# ---- design 1 ----
Design 1, supply network:
Drawn at 8 px/um. Pins as bars on the die edge. Tap cells in gray.
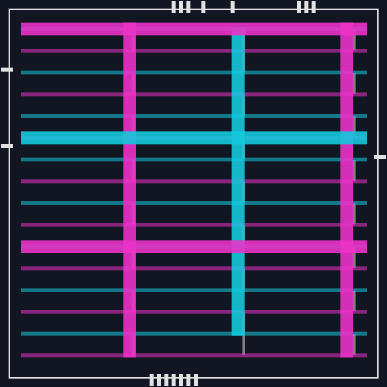

**src/rtl/asm_inv_if.sv**
```systemverilog
// Request/response bundle for the asm_inv sequence decoder.
// The requester drives start/din; the decoder returns dout/err/done_tick/busy.
interface asm_inv_if #(
  parameter int unsigned DW = 7,
  parameter int unsigned NW = 5
);
  logic          start;
  logic [DW-1:0] din;
  logic [NW-1:0] dout;
  logic          err;
  logic          done_tick;
  logic          busy;

  modport master (
    output start,
    output din,
    input  dout,
    input  err,
    input  done_tick,
    input  busy
  );

  modport slave (
    input  start,
    input  din,
    output dout,
    output err,
    output done_tick,
    output busy
  );
endinterface

```
**src/rtl/asm_inv.sv**
```systemverilog
// Iterative decoder for y = BASE + STEP*n: recovers n by repeated subtraction and
// flags values that are not members of the sequence.
module asm_inv #(
  parameter int unsigned DW   = 7,
  parameter int unsigned NW   = 5,
  parameter int unsigned BASE = 1,
  parameter int unsigned STEP = 5
) (
  input  logic   clk,
  input  logic   reset,
  asm_inv_if.slave bus
);

  localparam logic [DW-1:0] BaseW  = DW'(BASE);
  localparam logic [DW-1:0] StepW  = DW'(STEP);
  localparam logic [DW-1:0] LimitW = DW'(BASE + STEP);

  typedef enum logic [1:0] {
    StIdle = 2'b00,
    StOp   = 2'b01,
    StDone = 2'b10
  } state_e;

  state_e        state_q, state_d;
  logic [DW-1:0] r_q, r_d;
  logic [NW-1:0] n_q, n_d;
  logic          e_q, e_d;

  always_ff @(posedge clk or posedge reset) begin
    if (reset) begin
      state_q <= StIdle;
      r_q     <= '0;
      n_q     <= '0;
      e_q     <= 1'b0;
    end else begin
      state_q <= state_d;
      r_q     <= r_d;
      n_q     <= n_d;
      e_q     <= e_d;
    end
  end

  always_comb begin
    state_d = state_q;
    r_d     = r_q;
    n_d     = n_q;
    e_d     = e_q;
    case (state_q)
      StIdle: begin
        n_d = '0;
        e_d = 1'b0;
        if (bus.start) begin
          if (bus.din == '0) begin
            // Zero can never be a member; skip op entirely.
            r_d     = '0;
            e_d     = 1'b1;
            state_d = StDone;
          end else begin
            r_d     = bus.din;
            state_d = StOp;
          end
        end
      end
      StOp: begin
        if (r_q == BaseW) begin
          e_d     = 1'b0;
          state_d = StDone;
        end else if (r_q < LimitW) begin
          // Remainder fell off the sequence; partial count is discarded.
          e_d     = 1'b1;
          n_d     = '0;
          state_d = StDone;
        end else begin
          r_d = r_q - StepW;
          n_d = n_q + NW'(1);
        end
      end
      StDone: begin
        state_d = StIdle;
      end
      default: begin
        state_d = StIdle;
      end
    endcase
  end

  always_comb begin
    bus.done_tick = (state_q == StDone);
    bus.dout      = (state_q == StDone) ? n_q : '0;
    bus.err       = (state_q == StDone) ? e_q : 1'b0;
    bus.busy      = (state_q != StIdle);
  end

endmodule

```
**src/flat_wrapper.sv**
```systemverilog
// flat-port wrapper written by rule: the top's interface ports become plain ports
module asm_inv_flat 
#(
  parameter int unsigned DW   = 7,
  parameter int unsigned NW   = 5,
  parameter int unsigned BASE = 1,
  parameter int unsigned STEP = 5
)
  (clk, reset, bus_start, bus_din, bus_dout, bus_err, bus_done_tick, bus_busy);
  asm_inv_if #(.DW(DW), .NW(NW)) bus_i ();
  input  logic clk;
  input  logic reset;
  input wire logic [$bits(bus_i.start)-1:0] bus_start;
  input wire logic [$bits(bus_i.din)-1:0] bus_din;
  output wire logic [$bits(bus_i.dout)-1:0] bus_dout;
  output wire logic [$bits(bus_i.err)-1:0] bus_err;
  output wire logic [$bits(bus_i.done_tick)-1:0] bus_done_tick;
  output wire logic [$bits(bus_i.busy)-1:0] bus_busy;
  assign bus_i.start = bus_start;
  assign bus_i.din = bus_din;
  assign bus_dout = bus_i.dout;
  assign bus_err = bus_i.err;
  assign bus_done_tick = bus_i.done_tick;
  assign bus_busy = bus_i.busy;
  asm_inv #(.DW(DW), .NW(NW), .BASE(BASE), .STEP(STEP)) u_core (.clk(clk), .reset(reset), .bus(bus_i));
endmodule
```
**config.mk**
```make
export PLATFORM = sky130hd
export DESIGN_NAME = asm_inv_flat
export DESIGN_NICKNAME = d
export VERILOG_FILES = /design/src/rtl/asm_inv_if.sv /design/src/rtl/asm_inv.sv /design/src/flat_wrapper.sv
export SDC_FILE = /design/constraint.sdc
export NUM_CORES = 1
export LEC_CHECK = 0
export CAP_MARGIN = 20
export CORE_UTILIZATION = 50
export CTS_BUF_LIST = sky130_fd_sc_hd__clkbuf_8 sky130_fd_sc_hd__clkbuf_16
export CTS_CLUSTER_DIAMETER = 30
export CTS_CLUSTER_SIZE = 16
export DETAILED_ROUTE_END_ITERATION = 8
export PLACE_DENSITY = 0.84
export SYNTH_ARGS = -nofsm -noshare
export SYNTH_HDL_FRONTEND = slang
export SYNTH_SLANG_ARGS = --single-unit
```
**constraint.sdc**
```tcl
create_clock -name clk -period 1.7 [get_ports clk]
set_input_delay 0.34 -clock clk [delete_from_list [all_inputs] [get_ports clk]]
set_output_delay 0.34 -clock clk [all_outputs]
set_load 0.03 [all_outputs]
```
# ---- design 2 ----
==> config.mk <==
export PLATFORM = sky130hd
export DESIGN_NAME = scan_index_sequencer_flat
export DESIGN_NICKNAME = d
export VERILOG_FILES = /design/src/rtl/scan_index_sequencer_if.sv /design/src/rtl/scan_index_sequencer.sv /design/src/flat_wrapper.sv
export SDC_FILE = /design/constraint.sdc
export NUM_CORES = 1
export LEC_CHECK = 0
export CAP_MARGIN = 0
export CELL_PAD_IN_SITES_DETAIL_PLACEMENT = 0
export CELL_PAD_IN_SITES_GLOBAL_PLACEMENT = 1
export CORE_UTILIZATION = 44
export CTS_BUF_LIST = sky130_fd_sc_hd__clkbuf_8
export CTS_CLUSTER_SIZE = 12
export DETAILED_ROUTE_END_ITERATION = 10
export GPL_ROUTABILITY_DRIVEN = 0
export HOLD_SLACK_MARGIN = 0.15
export PLACE_DENSITY = 0.87
export SLEW_MARGIN = 30
export SYNTH_ARGS = -nofsm -noshare
export SYNTH_HDL_FRONTEND = slang
export SYNTH_SLANG_ARGS = --single-unit
==> constraint.sdc <==
create_clock -name clk -period 2.6 [get_ports clk]
set_input_delay 0.39 -clock clk [delete_from_list [all_inputs] [get_ports clk]]
set_output_delay 0.39 -clock clk [all_outputs]
set_load 0.02 [all_outputs]
==> src/rtl/scan_index_sequencer_if.sv <==
// rtl/scan_index_sequencer_if.sv - control/status bundle between a scan controller and the index sequencer
interface scan_index_sequencer_if #(
    parameter int DWELL_W = 8
);
    logic               start;
    logic               stop;
    logic               oneShot;
    logic [15:0]        chanMask;
    logic [DWELL_W-1:0] dwellCycles;
    logic [3:0]         index;
    logic               indexValid;
    logic               busy;
    logic               scanDone;

    // Controller side: issues scan commands, observes the selection
    modport master (
        output start,
        output stop,
        output oneShot,
        output chanMask,
        output dwellCycles,
        input  index,
        input  indexValid,
        input  busy,
        input  scanDone
    );

    // Sequencer side
    modport slave (
        input  start,
        input  stop,
        input  oneShot,
        input  chanMask,
        input  dwellCycles,
        output index,
        output indexValid,
        output busy,
        output scanDone
    );
endinterface

==> src/rtl/scan_index_sequencer.sv <==
// rtl/scan_index_sequencer.sv - steps a 4-bit decoder select through the set bits of a channel mask
module scan_index_sequencer #(
    parameter int DWELL_W = 8
) (
    input  logic                 clk,
    input  logic                 rstN,
    scan_index_sequencer_if.slave bus
);

    typedef enum logic [1:0] {
        IDLE  = 2'd0,
        SEEK  = 2'd1,
        DWELL = 2'd2
    } state_t;

    state_t             state;
    logic [3:0]         index_q;
    logic               valid_q;
    logic               done_q;
    logic [3:0]         ptr_q;
    logic [DWELL_W-1:0] cnt_q;
    logic [DWELL_W-1:0] dwell_q;
    logic [15:0]        mask_q;
    logic               one_shot_q;

    logic [15:0]        seek_bits;
    logic [3:0]         seek_pos;
    logic [15:0]        above_bits;
    logic               has_above;

    // Lowest latched channel at or above the search pointer, and whether any channel lies above the current one
    always_comb begin
        seek_bits  = mask_q & (16'hFFFF << ptr_q);
        seek_pos   = 4'd0;
        for (int i = 15; i >= 0; i--) begin
            if (seek_bits[i]) begin
                seek_pos = 4'(i);
            end
        end
        above_bits = mask_q & (16'hFFFE << index_q);
        has_above  = |above_bits;
    end

    // Scan FSM; every output except busy is a register so the decoder select never glitches
    always_ff @(posedge clk) begin
        if (!rstN) begin
            state      <= IDLE;
            index_q    <= 4'd0;
            valid_q    <= 1'b0;
            done_q     <= 1'b0;
            ptr_q      <= 4'd0;
            cnt_q      <= '0;
            dwell_q    <= '0;
            mask_q     <= 16'd0;
            one_shot_q <= 1'b0;
        end else begin
            done_q <= 1'b0;
            case (state)
                IDLE: begin
                    valid_q <= 1'b0;
                    // stop takes priority so a simultaneous start/stop is a no-op
                    if (!bus.stop && bus.start) begin
                        if (bus.chanMask != 16'd0) begin
                            mask_q     <= bus.chanMask;
                            dwell_q    <= bus.dwellCycles;
                            one_shot_q <= bus.oneShot;
                            ptr_q      <= 4'd0;
                            state      <= SEEK;
                        end else begin
                            // Nothing to visit: report an immediately finished pass
                            done_q <= 1'b1;
                        end
                    end
                end

                SEEK: begin
                    if (bus.stop) begin
                        valid_q <= 1'b0;
                        state   <= IDLE;
                    end else begin
                        index_q <= seek_pos;
                        valid_q <= 1'b1;
                        cnt_q   <= '0;
                        state   <= DWELL;
                    end
                end

                DWELL: begin
                    if (bus.stop) begin
                        valid_q <= 1'b0;
                        state   <= IDLE;
                    end else if (cnt_q == dwell_q) begin
                        // Every exit from DWELL drops valid for at least one cycle (break-before-make)
                        valid_q <= 1'b0;
                        if (has_above) begin
                            ptr_q <= index_q + 4'd1;
                            state <= SEEK;
                        end else if (one_shot_q) begin
                            done_q <= 1'b1;
                            state  <= IDLE;
                        end else begin
                            done_q <= 1'b1;
                            ptr_q  <= 4'd0;
                            state  <= SEEK;
                        end
                    end else begin
                        // Counter stops at dwell_q, so a full-scale dwell never wraps
                        cnt_q <= cnt_q + 1'b1;
                    end
                end

                default: begin
                    valid_q <= 1'b0;
                    state   <= IDLE;
                end
            endcase
        end
    end

    assign bus.index      = index_q;
    assign bus.indexValid = valid_q;
    assign bus.scanDone   = done_q;
    assign bus.busy       = (state != IDLE);

endmodule

==> src/flat_wrapper.sv <==
// flat-port wrapper written by rule: the top's interface ports become plain ports
module scan_index_sequencer_flat 
#(
    parameter int DWELL_W = 8
)
  (clk, rstN, bus_start, bus_stop, bus_oneShot, bus_chanMask, bus_dwellCycles, bus_index, bus_indexValid, bus_busy, bus_scanDone);
  scan_index_sequencer_if #(.DWELL_W(DWELL_W)) bus_i ();
  input  logic clk;
  input  logic rstN;
  input wire logic [$bits(bus_i.start)-1:0] bus_start;
  input wire logic [$bits(bus_i.stop)-1:0] bus_stop;
  input wire logic [$bits(bus_i.oneShot)-1:0] bus_oneShot;
  input wire logic [$bits(bus_i.chanMask)-1:0] bus_chanMask;
  input wire logic [$bits(bus_i.dwellCycles)-1:0] bus_dwellCycles;
  output wire logic [$bits(bus_i.index)-1:0] bus_index;
  output wire logic [$bits(bus_i.indexValid)-1:0] bus_indexValid;
  output wire logic [$bits(bus_i.busy)-1:0] bus_busy;
  output wire logic [$bits(bus_i.scanDone)-1:0] bus_scanDone;
  assign bus_i.start = bus_start;
  assign bus_i.stop = bus_stop;
  assign bus_i.oneShot = bus_oneShot;
  assign bus_i.chanMask = bus_chanMask;
  assign bus_i.dwellCycles = bus_dwellCycles;
  assign bus_index = bus_i.index;
  assign bus_indexValid = bus_i.indexValid;
  assign bus_busy = bus_i.busy;
  assign bus_scanDone = bus_i.scanDone;
  scan_index_sequencer #(.DWELL_W(DWELL_W)) u_core (.clk(clk), .rstN(rstN), .bus(bus_i));
endmodule
# ---- design 3 ----
## src/rtl/tdc_pkg.sv

```systemverilog
// Shared types and sizing helpers for the TDC thermometer decoder.
package tdc_pkg;

  typedef enum logic [1:0] {
    IDLE,
    ACC,
    LOAD
  } tdc_cal_state_t;

  localparam int DEF_N_CHAIN  = 64;
  localparam int DEF_N_OUT    = 7;
  localparam int DEF_CAL_LOG2 = 4;

  // Accumulator must hold 2^cal_log2 samples of up to N_CHAIN each.
  function automatic int acc_width(input int n_out, input int cal_log2);
    return n_out + cal_log2;
  endfunction

endpackage

```

## src/rtl/tdc_therm_decoder_if.sv

```systemverilog
// Bus between the delay-chain capture logic and the thermometer decoder.
interface tdc_therm_decoder_if #(
  parameter int N_CHAIN = 64,
  parameter int N_OUT   = 7
);
  logic [N_CHAIN-1:0] therm_in;
  logic               in_valid;
  logic               cal_start;
  logic [N_OUT-1:0]   out_code;
  logic               out_valid;
  logic               out_ovf;
  logic               cal_busy;
  logic               cal_done;
  logic [N_OUT-1:0]   cal_offset;

  modport master (
    output therm_in, in_valid, cal_start,
    input  out_code, out_valid, out_ovf, cal_busy, cal_done, cal_offset
  );

  modport slave (
    input  therm_in, in_valid, cal_start,
    output out_code, out_valid, out_ovf, cal_busy, cal_done, cal_offset
  );
endinterface

```

## src/rtl/therm_first_zero_enc.sv

```systemverilog
// Priority encoder: index of the lowest zero bit; all-ones yields N_CHAIN with ovf set.
module therm_first_zero_enc #(
  parameter int N_CHAIN = 64,
  parameter int N_OUT   = 7
) (
  input  logic [N_CHAIN-1:0] word,
  output logic [N_OUT-1:0]   idx,
  output logic               all_ones
);

  always_comb begin
    idx      = N_OUT'(N_CHAIN);
    all_ones = &word;
    for (int i = N_CHAIN - 1; i >= 0; i--) begin
      if (!word[i]) idx = N_OUT'(i);
    end
  end

endmodule

```

## src/rtl/tdc_therm_decoder.sv

```systemverilog
// Three-stage thermometer-to-binary decoder with offset calibration FSM.
// Define TDC_BUBBLE_CORR_EN to enable the stage-2 majority bubble filter.
module tdc_therm_decoder
  import tdc_pkg::*;
#(
  parameter int N_CHAIN  = DEF_N_CHAIN,
  parameter int N_OUT    = $clog2(N_CHAIN) + 1,
  parameter int CAL_LOG2 = DEF_CAL_LOG2
) (
  input  logic               clk,
  input  logic               rst,
  tdc_therm_decoder_if.slave bus
);

  localparam int ACC_W       = acc_width(N_OUT, CAL_LOG2);
  localparam int CNT_W       = CAL_LOG2 + 1;
  localparam int CAL_SAMPLES = 1 << CAL_LOG2;

  logic [N_CHAIN-1:0] s1_word_reg, s2_word_reg, s2_word_next;
  logic               s1_valid_reg, s2_valid_reg;
  logic [N_OUT-1:0]   out_code_reg, out_code_next;
  logic               out_valid_reg, out_ovf_reg;
  logic [N_OUT-1:0]   raw;
  logic               raw_ovf;

  tdc_cal_state_t     state_reg, state_next;
  logic [ACC_W-1:0]   acc_reg, acc_next;
  logic [CNT_W-1:0]   cnt_reg, cnt_next;
  logic [N_OUT-1:0]   offset_reg, offset_next;
  logic               cal_busy, cal_done;

  genvar gi;

`ifdef TDC_BUBBLE_CORR_EN
  // Pad with a 1 below tap 0 and a 0 above the last tap.
  logic [N_CHAIN+1:0] ext;
  assign ext = {1'b0, s1_word_reg, 1'b1};
  for (gi = 0; gi < N_CHAIN; gi++) begin : g_maj
    assign s2_word_next[gi] = (ext[gi] & ext[gi+1]) | (ext[gi+1] & ext[gi+2]) |
                              (ext[gi] & ext[gi+2]);
  end
`else
  assign s2_word_next = s1_word_reg;
`endif

  therm_first_zero_enc #(.N_CHAIN(N_CHAIN), .N_OUT(N_OUT)) u_enc (
    .word     (s2_word_reg),
    .idx      (raw),
    .all_ones (raw_ovf)
  );

  assign out_code_next = (raw >= offset_reg) ? (raw - offset_reg) : '0;

  always_ff @(posedge clk) begin
    if (rst) begin
      s1_word_reg   <= '0;
      s1_valid_reg  <= 1'b0;
      s2_word_reg   <= '0;
      s2_valid_reg  <= 1'b0;
      out_code_reg  <= '0;
      out_valid_reg <= 1'b0;
      out_ovf_reg   <= 1'b0;
    end else begin
      // Alternate phase_reverse cycles capture an inverted word; tap 0 reveals which.
      s1_word_reg   <= bus.therm_in[0] ? bus.therm_in : ~bus.therm_in;
      s1_valid_reg  <= bus.in_valid;
      s2_word_reg   <= s2_word_next;
      s2_valid_reg  <= s1_valid_reg;
      out_valid_reg <= s2_valid_reg;
      if (s2_valid_reg) begin
        out_code_reg <= out_code_next;
        out_ovf_reg  <= raw_ovf;
      end
    end
  end

  always_ff @(posedge clk) begin
    if (rst) begin
      state_reg  <= IDLE;
      acc_reg    <= '0;
      cnt_reg    <= '0;
      offset_reg <= '0;
    end else begin
      state_reg  <= state_next;
      acc_reg    <= acc_next;
      cnt_reg    <= cnt_next;
      offset_reg <= offset_next;
    end
  end

  always_comb begin
    state_next  = state_reg;
    acc_next    = acc_reg;
    cnt_next    = cnt_reg;
    offset_next = offset_reg;
    cal_busy    = 1'b0;
    cal_done    = 1'b0;
    unique case (state_reg)
      IDLE: begin
        if (bus.cal_start) begin
          state_next = ACC;
          acc_next   = '0;
          cnt_next   = '0;
        end
      end
      ACC: begin
        cal_busy = 1'b1;
        if (cnt_reg == CNT_W'(CAL_SAMPLES)) begin
          state_next = LOAD;
        end else if (s2_valid_reg) begin
          acc_next = acc_reg + ACC_W'(raw);
          cnt_next = cnt_reg + 1'b1;
        end
      end
      LOAD: begin
        cal_done    = 1'b1;
        offset_next = N_OUT'(acc_reg >> CAL_LOG2);
        state_next  = IDLE;
      end
      default: state_next = IDLE;
    endcase
  end

  assign bus.out_code   = out_code_reg;
  assign bus.out_valid  = out_valid_reg;
  assign bus.out_ovf    = out_ovf_reg;
  assign bus.cal_busy   = cal_busy;
  assign bus.cal_done   = cal_done;
  assign bus.cal_offset = offset_reg;

endmodule

```

## src/flat_wrapper.sv

```systemverilog
// flat-port wrapper written by rule: the top's interface ports become plain ports
module tdc_therm_decoder_flat import tdc_pkg::*;
#(
  parameter int N_CHAIN  = DEF_N_CHAIN,
  parameter int N_OUT    = $clog2(N_CHAIN) + 1,
  parameter int CAL_LOG2 = DEF_CAL_LOG2
)
  (clk, rst, bus_therm_in, bus_in_valid, bus_cal_start, bus_out_code, bus_out_valid, bus_out_ovf, bus_cal_busy, bus_cal_done, bus_cal_offset);
  tdc_therm_decoder_if #(.N_CHAIN(N_CHAIN), .N_OUT(N_OUT)) bus_i ();
  input  logic clk;
  input  logic rst;
  input wire logic [$bits(bus_i.therm_in)-1:0] bus_therm_in;
  input wire logic [$bits(bus_i.in_valid)-1:0] bus_in_valid;
  input wire logic [$bits(bus_i.cal_start)-1:0] bus_cal_start;
  output wire logic [$bits(bus_i.out_code)-1:0] bus_out_code;
  output wire logic [$bits(bus_i.out_valid)-1:0] bus_out_valid;
  output wire logic [$bits(bus_i.out_ovf)-1:0] bus_out_ovf;
  output wire logic [$bits(bus_i.cal_busy)-1:0] bus_cal_busy;
  output wire logic [$bits(bus_i.cal_done)-1:0] bus_cal_done;
  output wire logic [$bits(bus_i.cal_offset)-1:0] bus_cal_offset;
  assign bus_i.therm_in = bus_therm_in;
  assign bus_i.in_valid = bus_in_valid;
  assign bus_i.cal_start = bus_cal_start;
  assign bus_out_code = bus_i.out_code;
  assign bus_out_valid = bus_i.out_valid;
  assign bus_out_ovf = bus_i.out_ovf;
  assign bus_cal_busy = bus_i.cal_busy;
  assign bus_cal_done = bus_i.cal_done;
  assign bus_cal_offset = bus_i.cal_offset;
  tdc_therm_decoder #(.N_CHAIN(N_CHAIN), .N_OUT(N_OUT), .CAL_LOG2(CAL_LOG2)) u_core (.clk(clk), .rst(rst), .bus(bus_i));
endmodule
```

## config.mk

```make
export PLATFORM = sky130hd
export DESIGN_NAME = tdc_therm_decoder_flat
export DESIGN_NICKNAME = d
export VERILOG_FILES = /design/src/rtl/tdc_pkg.sv /design/src/rtl/tdc_therm_decoder_if.sv /design/src/rtl/therm_first_zero_enc.sv /design/src/rtl/tdc_therm_decoder.sv /design/src/flat_wrapper.sv
export SDC_FILE = /design/constraint.sdc
export NUM_CORES = 1
export LEC_CHECK = 0
export ABC_AREA = 1
export CAP_MARGIN = 20
export CORE_MARGIN = 1
export CORE_UTILIZATION = 55
export CTS_BUF_LIST = sky130_fd_sc_hd__clkbuf_4 sky130_fd_sc_hd__clkbuf_8
export DETAILED_ROUTE_END_ITERATION = 10
export GPL_TIMING_DRIVEN = 0
export PLACE_DENSITY = 0.79
export SYNTH_ARGS = -nofsm -noshare
export SYNTH_HDL_FRONTEND = slang
export SYNTH_HIERARCHICAL = 1
export SYNTH_SLANG_ARGS = --single-unit
```

## constraint.sdc

```tcl
create_clock -name clk -period 12.9 [get_ports clk]
set_input_delay 1.29 -clock clk [delete_from_list [all_inputs] [get_ports clk]]
set_output_delay 1.29 -clock clk [all_outputs]
set_load 0.03 [all_outputs]
```

# ---- design 4 ----
`config.mk`:
```
export PLATFORM = sky130hd
export DESIGN_NAME = load_store_unit
export DESIGN_NICKNAME = d
export VERILOG_FILES = /design/src/rtl/load_store_unit.sv
export SDC_FILE = /design/constraint.sdc
export NUM_CORES = 1
export LEC_CHECK = 0
export ABC_AREA = 1
export CORE_MARGIN = 2
export CORE_UTILIZATION = 45
export CTS_BUF_LIST = sky130_fd_sc_hd__clkbuf_16
export CTS_CLUSTER_DIAMETER = 50
export DETAILED_ROUTE_END_ITERATION = 8
export PLACE_DENSITY = 0.76
export SYNTH_ARGS = -nofsm -noshare
export SYNTH_HDL_FRONTEND = slang
export SYNTH_SLANG_ARGS = --single-unit
export TNS_END_PERCENT = 100
```
`constraint.sdc`:
```
create_clock -name clk -period 4.2 [get_ports clk]
set_clock_uncertainty 0.05 [all_clocks]
set_input_delay 0.84 -clock clk [delete_from_list [all_inputs] [get_ports clk]]
set_output_delay 0.84 -clock clk [all_outputs]
set_load 0.005 [all_outputs]
```
`src/rtl/load_store_unit.sv`:
```
// Load/store unit: byte/half/word accesses to a word-wide, big-endian data memory.
// Optional `LSU_MISALIGN_TRAP_EN` reports misaligned half/word accesses instead of performing them.
module load_store_unit (
    input  logic        clk,
    input  logic        rst_n,
    input  logic        start,
    input  logic        isStore,
    input  logic [1:0]  size,
    input  logic        unsignedLoad,
    input  logic [31:0] addr,
    input  logic [31:0] storeData,
    output logic        busy,
    output logic        done,
    output logic [31:0] loadData,
    output logic        misaligned,
    output logic [31:0] memAddress,
    output logic        memRead,
    output logic        memWrite,
    output logic [31:0] memWriteData,
    input  logic [31:0] memReadData
);

    localparam int unsigned DW = 32;
    localparam int unsigned HW = 16;
    localparam int unsigned BW = 8;

    typedef enum logic [2:0] {
        S_IDLE,
        S_RD,
        S_CAP,
        S_WR,
        S_DONE
    } state_t;

    state_t          state_q, state_d;
    logic            is_store_q, is_store_d;
    logic [1:0]      size_q, size_d;
    logic            unsigned_q, unsigned_d;
    logic [DW-1:0]   addr_q, addr_d;
    logic [HW-1:0]   store_data_q, store_data_d;
    logic [DW-1:0]   load_data_q, load_data_d;
    logic [DW-1:0]   mem_wdata_q, mem_wdata_d;
    logic            busy_q, busy_d;
    logic            done_q, done_d;
    logic            trap_c;
    logic [BW-1:0]   lane_byte_c;
    logic [HW-1:0]   lane_half_c;
    logic [DW-1:0]   fmt_load_c;
    logic [DW-1:0]   merged_c;

`ifdef LSU_MISALIGN_TRAP_EN
    logic            misaligned_q, misaligned_d;

    assign trap_c = ((size == 2'b01) && addr[0]) || (size[1] && (addr[1:0] != 2'b00));

    always_comb begin
        misaligned_d = (state_q == S_IDLE) && start && trap_c;
    end

    always_ff @(posedge clk or negedge rst_n) begin
        if (!rst_n) misaligned_q <= 1'b0;
        else        misaligned_q <= misaligned_d;
    end

    assign misaligned = misaligned_q;
`else
    assign trap_c     = 1'b0;
    assign misaligned = 1'b0;
`endif

    // Lane extraction and merge over the captured memory word (offset 0 = MSB lane).
    always_comb begin
        lane_byte_c = memReadData[31:24];
        case (addr_q[1:0])
            2'd1:    lane_byte_c = memReadData[23:16];
            2'd2:    lane_byte_c = memReadData[15:8];
            2'd3:    lane_byte_c = memReadData[7:0];
            default: lane_byte_c = memReadData[31:24];
        endcase
        lane_half_c = addr_q[1] ? memReadData[15:0] : memReadData[31:16];

        case (size_q)
            2'b00:   fmt_load_c = {{(DW-BW){~unsigned_q & lane_byte_c[BW-1]}}, lane_byte_c};
            2'b01:   fmt_load_c = {{(DW-HW){~unsigned_q & lane_half_c[HW-1]}}, lane_half_c};
            default: fmt_load_c = memReadData;
        endcase

        merged_c = memReadData;
        if (size_q == 2'b00) begin
            case (addr_q[1:0])
                2'd0:    merged_c[31:24] = store_data_q[BW-1:0];
                2'd1:    merged_c[23:16] = store_data_q[BW-1:0];
                2'd2:    merged_c[15:8]  = store_data_q[BW-1:0];
                default: merged_c[7:0]   = store_data_q[BW-1:0];
            endcase
        end else if (size_q == 2'b01) begin
            if (addr_q[1]) merged_c[15:0]  = store_data_q;
            else           merged_c[31:16] = store_data_q;
        end
    end

    // Next-state and registered-output logic.
    always_comb begin
        state_d      = state_q;
        is_store_d   = is_store_q;
        size_d       = size_q;
        unsigned_d   = unsigned_q;
        addr_d       = addr_q;
        store_data_d = store_data_q;
        load_data_d  = load_data_q;
        mem_wdata_d  = mem_wdata_q;

        case (state_q)
            S_IDLE: begin
                if (start) begin
                    is_store_d   = isStore;
                    size_d       = size;
                    unsigned_d   = unsignedLoad;
                    addr_d       = addr;
                    store_data_d = storeData[HW-1:0];
                    if (trap_c) begin
                        state_d = S_DONE;
                    end else if (!isStore) begin
                        state_d = S_RD;
                    end else if (size[1]) begin
                        state_d     = S_WR;
                        mem_wdata_d = storeData;
                    end else begin
                        state_d = S_RD;
                    end
                end
            end
            S_RD: state_d = S_CAP;
            S_CAP: begin
                if (is_store_q) begin
                    mem_wdata_d = merged_c;
                    state_d     = S_WR;
                end else begin
                    load_data_d = fmt_load_c;
                    state_d     = S_DONE;
                end
            end
            S_WR:    state_d = S_DONE;
            S_DONE:  state_d = S_IDLE;
            default: state_d = S_IDLE;
        endcase

        busy_d = (state_d != S_IDLE);
        done_d = (state_d == S_DONE);
    end

    always_ff @(posedge clk or negedge rst_n) begin
        if (!rst_n) begin
            state_q      <= S_IDLE;
            is_store_q   <= 1'b0;
            size_q       <= 2'b00;
            unsigned_q   <= 1'b0;
            addr_q       <= '0;
            store_data_q <= '0;
            load_data_q  <= '0;
            mem_wdata_q  <= '0;
            busy_q       <= 1'b0;
            done_q       <= 1'b0;
        end else begin
            state_q      <= state_d;
            is_store_q   <= is_store_d;
            size_q       <= size_d;
            unsigned_q   <= unsigned_d;
            addr_q       <= addr_d;
            store_data_q <= store_data_d;
            load_data_q  <= load_data_d;
            mem_wdata_q  <= mem_wdata_d;
            busy_q       <= busy_d;
            done_q       <= done_d;
        end
    end

    assign busy         = busy_q;
    assign done         = done_q;
    assign loadData     = load_data_q;
    assign memWriteData = mem_wdata_q;
    assign memAddress   = {addr_q[31:2], 2'b00};
    assign memRead      = (state_q == S_RD);
    assign memWrite     = (state_q == S_WR);

endmodule

```
Design 2, supply network:
Drawn at 4 px/um. Pins as bars on the die edge. Tap cells in gray.
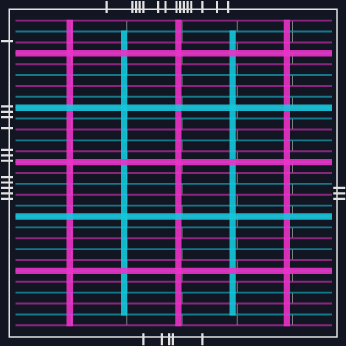
Key: VSS = magenta; VDD = cyan
5 straps on met4. 36 signal pins sit on the boundary. 75 tap cells.

==> run notes, design 2 <==
fresh numbers from the pnr run: status=finished clean, Top FF cell, synth=dfxtp_1, WL met1=3200 um, Switching Power=0.000420 W, ANT cells=0, endpoints failing setup=0, CP cell instances=or2_4, or3b_4, nor2b_4, o32ai_4, mux2i_1, sequential share of power=0.475, Yosys top cell by instances=dfxtp_1, Post-synth seq share=0.324, Gate Area=0.00169 mm^2, vias in the first global route=2242, Seq power=0.000740 W, # Cells Yosys=303, layout cells sized above 1=0.0893, Hold Startpoint=u_core.one_shot_q$_SDFFE_PN0P_, hold path depth=1, Pwr top=sequential cells, Layout Cells excl Fill=411, CTS buffer count=5
design 2: cell type report:
class	instances	share of cell area
sequential	45	0.278
clock buffer	5	0.0212
timing repair buffer	42	0.124
multi-input combinational	230	0.521
inverter	11	0.0127
clock inverter	3	0.0143
tap	75	0.0289
design 2: sequential cells by signal, indices dropped and copies added (netlist names):
name / count
u_core.ptr_q: 4
u_core.bus.index: 4
u_core.one_shot_q: 1
u_core.cnt_q: 8
u_core.bus.scanDone: 1
u_core.dwell_q: 8
u_core.mask_q: 16
u_core.state: 2
u_core.bus.indexValid: 1
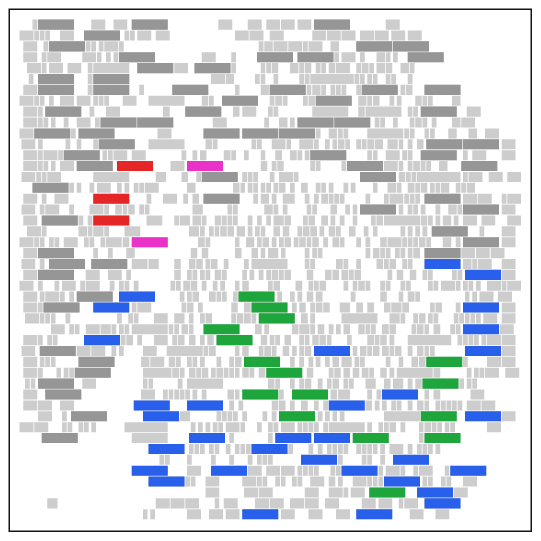
Design 4: where the registers sit
Drawn at 4 px/um.
Key: `size_q` = magenta [flops 2]; `state_q` = red [flops 3]; `memWriteData` = blue [flops 32]; `store_data_q` = green [flops 16]

==> run notes, design 4 <==
fresh numbers from the pnr run: CP delay by family, top=simple AND/OR/NAND/NOR gates, Die Y=130 um, Top FF cell, synth=dfrtp_1, Tmin final=2.50 ns, r2r endpoint=loadData[9]$_DFFE_PN0P_, yosys warns=0, I/O pin total=204, Max Freq=400 MHz, RSZ-0062 raised after global routing=no, status=finished clean, Stages on worst setup path=9, Layout Cells excl Fill=1434, post-synth cell types=27, worst-path cell with the longest stage delay=dfrtp_1, EDFF count, synth=0, Final Wtd Congestion=0.921, Via density=5.00, comb_multi_in=748, XOR/XNOR Area Share=0, number of detailed-route iterations in the first pass=5, CP startpoint kind=register, CP Capture Point=loadData[9]$_DFFE_PN0P_, Non-Filler Cell Area, Final=0.00957 mm^2, final HPWL from detailed placement=15300 um, FP Util=0.456, final total power=0.00740 W, register area=0.00303 mm^2, CTS tree=built, top cells, area=dfrtp_1 (42%), nand2_1 (20%), nor2_1 (7.0%), Power Density=773 mW/mm^2, Adder Area Share=0, Post-Place Worst Slack=1.45 ns, via count=7170, Crit path top cell by count=nand2_1, worst setup path start=size_q[1]$_DFFE_PN0P_, Synth top area share=0.423, post-layout period usage=0.595, Tool Warnings=26
design 4: routing by layer:
layer	wire length (um)	GRT usage
met3	2320	0.0812
met4	583	0.102
met1	9080	0.343
met2	9940	0.402
met5	0	0
design 4: where the power goes:
group | internal, W | total, W | switching (W)
registers | 0.00175 | 0.00216 | 0.000409
logic | 0.00166 | 0.00372 | 0.00205
clock network | 0.000981 | 0.00152 | 0.000538
total | 0.00440 | 0.00740 | 0.00300
design 4: flip-flops by register name, summed over array words and instances (netlist names):
signal	count
memWriteData	32
busy	1
loadData	32
addr_q	32
is_store_q	1
done	1
size_q	2
unsigned_q	1
store_data_q	16
state_q	3
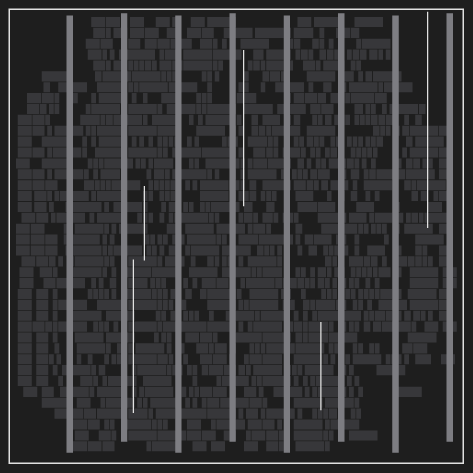
Design 3: metal 4
Drawn at 4 px/um. Supply wires on this layer in gray.
The wires run mostly vertical. 3 nets have wire on it. The layer holds 1.4% of the routed length. The longest straight run is 53.7 um. The layer carries 171 um of wire.

==> run notes, design 3 <==
fresh numbers from the pnr run: RSZ-0062 raised after global routing=no, fin. max-slew vios=0, num rows=40, All-Layer GR Usage=0.203, worst hold-check path type=reg2reg, final total power=0.00100 W, most common logic cells in the final layout=nor2_1 (208), nand2_1 (177), dfxtp_1 (164), sequential share of cell area=0.400, top cells, area=dfxtp_1 (48%), nor2_1 (11%), nand2_1 (9.8%), number of detailed-route iterations in the first pass=4, Synth Area in Compound Gates=0.0493, Synth Instances=889, post-synth cell types=35, R2R setup slack=7.97 ns, status=finished clean, sequential share of power=0.546, sw frac=0.236, I/O pin total=86, Core ar.=0.0120 mm^2, XOR/XNOR Area Share=0.0876, most common logic cell in the routed design=nor2_1, initial antenna violation count=0, inverter count=120, CTS buffer count=17, FP Util=0.566, Pwr top=sequential cells, htree depth=4, data arrival time of the critical path=5.29 ns, GR Util met1=0.245, Crit path top cell by count=nand2_1, Filler cells=1013, Clk network pwr share=0.363, Die Y=113 um, Synth top cells by count=nor2_1 (208), nand2_1 (177), dfxtp_1 (164), inv_1 (117), xor2_1 (67), Power Density=122 mW/mm^2, combinational share of cell area=0.355, crit path DRT=13.26 ns, Tapcells=147, CTS tree=built, EDFF count, synth=0, first-pass GRT wire length=20400 um, cell taking the most area after synthesis=dfxtp_1, endpoints failing setup=0, Synth Cell Area=0.00680 mm^2, detailed-route wire length=11900 um
[design 3: worst paths after layout]
path / from / endpoint / depth (start not counted)
worst max register to register: u_core/s2_word_reg[63]$_SDFF_PP0_ / u_core/bus.out_code[4]$_SDFFE_PP0P_ / 72
worst min register to register: u_core/s1_word_reg[54]$_SDFF_PP0_ / u_core/s2_word_reg[54]$_SDFF_PP0_ / 2
worst max-delay path: u_core/s2_word_reg[63]$_SDFF_PP0_ / u_core/bus.out_code[4]$_SDFFE_PP0P_ / 72
worst min-delay path: u_core/s1_word_reg[54]$_SDFF_PP0_ / u_core/s2_word_reg[54]$_SDFF_PP0_ / 2
Design 1, cell area per tile:
Drawn at 8 px/um. 9 x 9 tiles, from white (low) to dark blue (high), 0 to 100% covered.
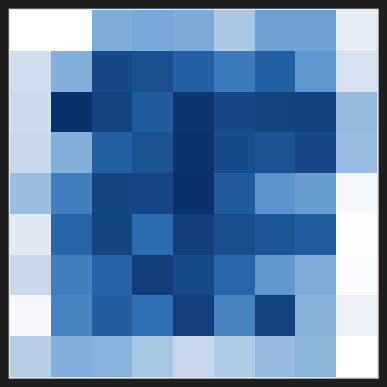
4.9% of the tiles are nearly empty. The emptiest ninth of the die: bottom right. The fullest tile reaches 100%. The mean over all tiles is 59%. 43% of the tiles are over 75% full. The densest ninth of the die: middle.

Notes on 'supply network' of design 1 above:
Key: VDD = cyan; VSS = magenta
25 tap cells. 3 straps on met4.

==> run notes, design 1 <==
fresh numbers from the pnr run: CP Capture Point=bus_busy, fin nets=147, Yosys reg bits=15, I/O Buffers=17, inverter count=8, ANT cells=0, Avg Synthesized Cell Area=9.00 um^2, All-Layer GR Usage=0.236, XOR/XNOR Area Share=0.00909, status=finished clean, Setup Buffers After CTS=0, Synth top cells by count=dfrtp_1 (15), a21oi_1 (12), inv_1 (8), nand2_1 (8), most common logic cells in the final layout=buf_4 (17), dfrtp_1 (15), a21oi_1 (10), Post-synth seq share=0.390, Crit Path Class=reg2out, GRT overflow=0, initial antenna violation count=0, CP startpoint kind=register, non-clk buf share=0.183, worst-path cell with the longest stage delay=dfrtp_1, Layout clock area frac=0.0353, CTS buffer count=3, Yosys chip area=963 um^2, CP delay by family, top=flip-flops, final total power=0.00209 W, sequential share of cell area=0.294, DRT antenna net count=0, final HPWL from detailed placement=1590 um, Die Y=45.9 um, r2r endpoint=u_core.r_q[3]$_DFFE_PP0P_
[design 1: where the power goes]
group	internal [W]	leakage (nW)	switching (W)
logic	0.000497	0.366	0.000644
registers	0.000511	0.186	0.000170
clock network	0.000159	0.0269	0.000114
total	0.00117	0.579	0.000928
[design 1: routing by layer]
metal / vias to the layer above / track usage / share of wire
met3: 4 / 0.0357 / 0.024
met2: 12 / 0.375 / 0.48
met5: - / 0 / 0
li1: 441 / - / -
met4: 0 / 0.0647 / 0.011
met1: 408 / 0.333 / 0.49
[design 1: what timing repair did]
action	4_1_cts	5_1_grt
pin swaps	0	4
resized	1	9
endpoints found under the setup margin	1	10

==> notes/layouts.md <==
Pictures saved along the way, in no particular order.

Clock wiring as the flow saved it.
shot_01.png
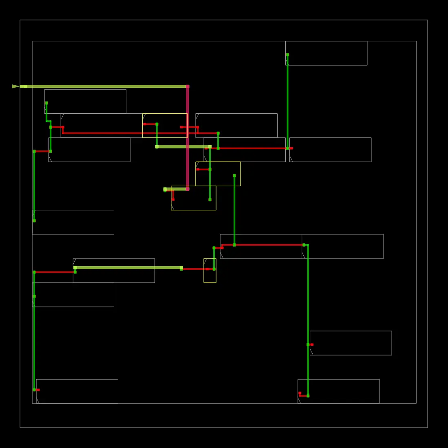
shot_02.png
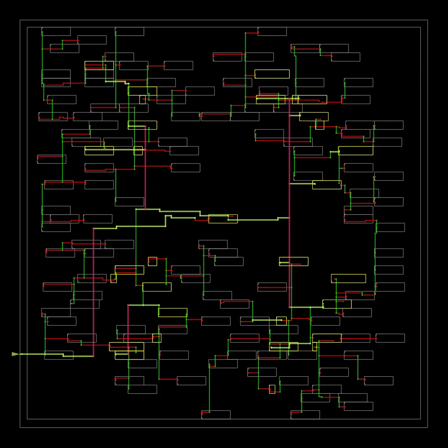
shot_03.png
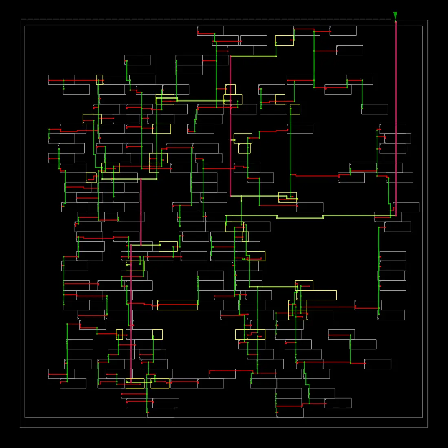
shot_04.png
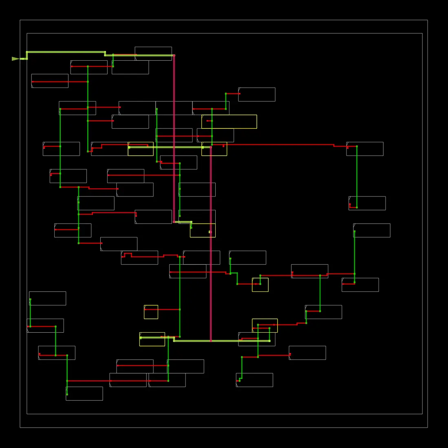
shot_04.png is design 2.
shot_01.png is design 1.
shot_02.png is design 4.
shot_03.png is design 3.
The one with the most sequential cells is shot_03.png.



==> layout pictures side by side <==
Cell area per tile.
Plate I
Drawn at 4 px/um. 8 x 8 tiles, from white (low) to dark blue (high), 0 to 100% covered.
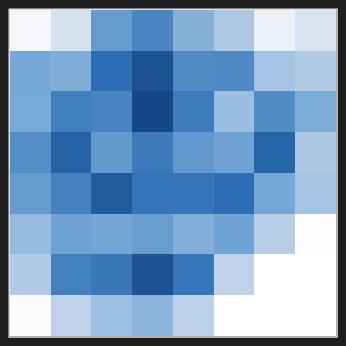
Plate II
Drawn at 3 px/um. 11 x 11 tiles, from white (low) to dark blue (high), 0 to 100% covered.
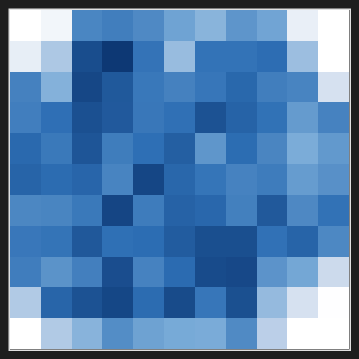
Plate III
Drawn at 3 px/um. 13 x 13 tiles, from white (low) to dark blue (high), 0 to 100% covered.
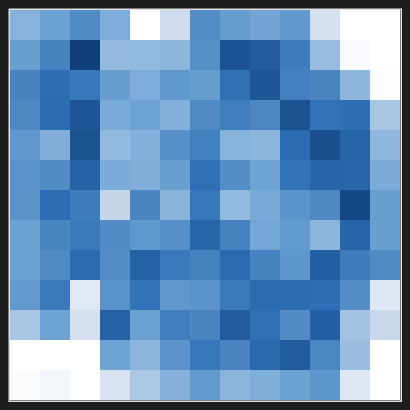
- largest die: Plate III
Plate I -> design 2
Plate II -> design 3
Plate III -> design 4

Key to Plate I:
The fullest tile reaches 90%. The mean over all tiles is 47%. 9.4% of the tiles are nearly empty. 13% of the tiles are over 75% full. The emptiest ninth of the die: bottom right.


==> screenshots <==
Metal layers overlaid.
(a)
Drawn at 4 px/um.
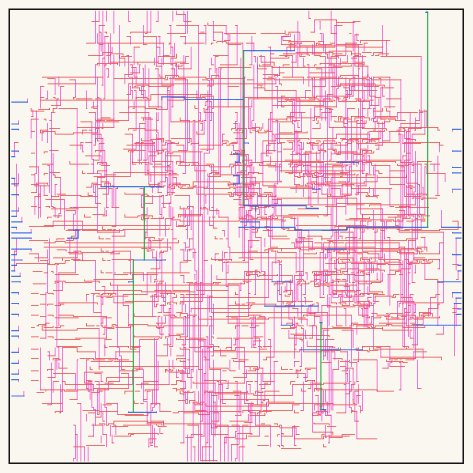
(b)
Drawn at 10 px/um.
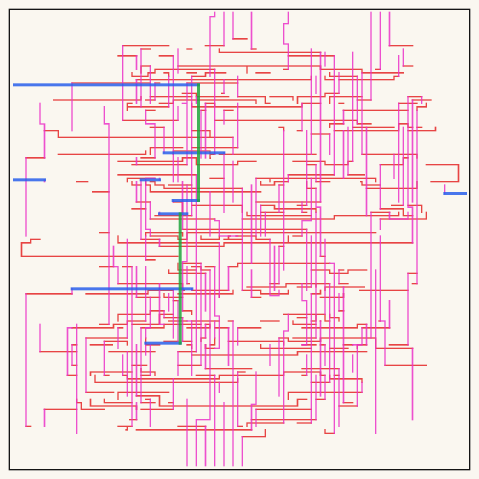
(c)
Drawn at 6 px/um.
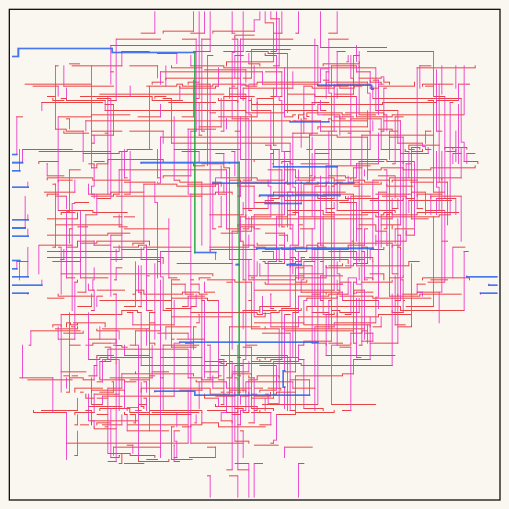
(d)
Drawn at 4 px/um.
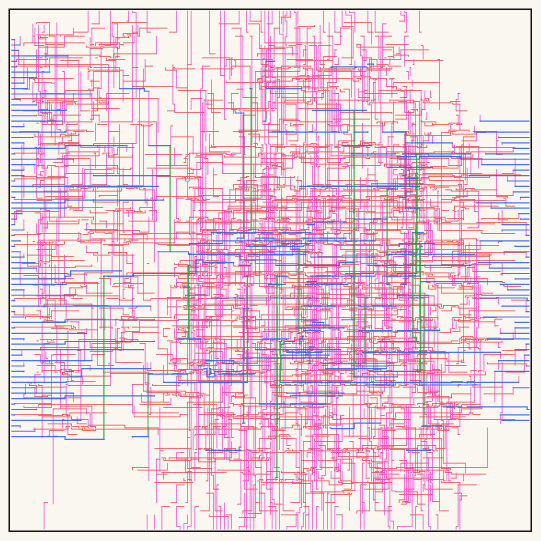
- least wire: (b)
- most wire: (d)
For design 1, see (b).
For design 2, see (c).
For design 4, see (d).
For design 3, see (a).

Power figures rest on the tool's default switching activity, not on a simulated workload.
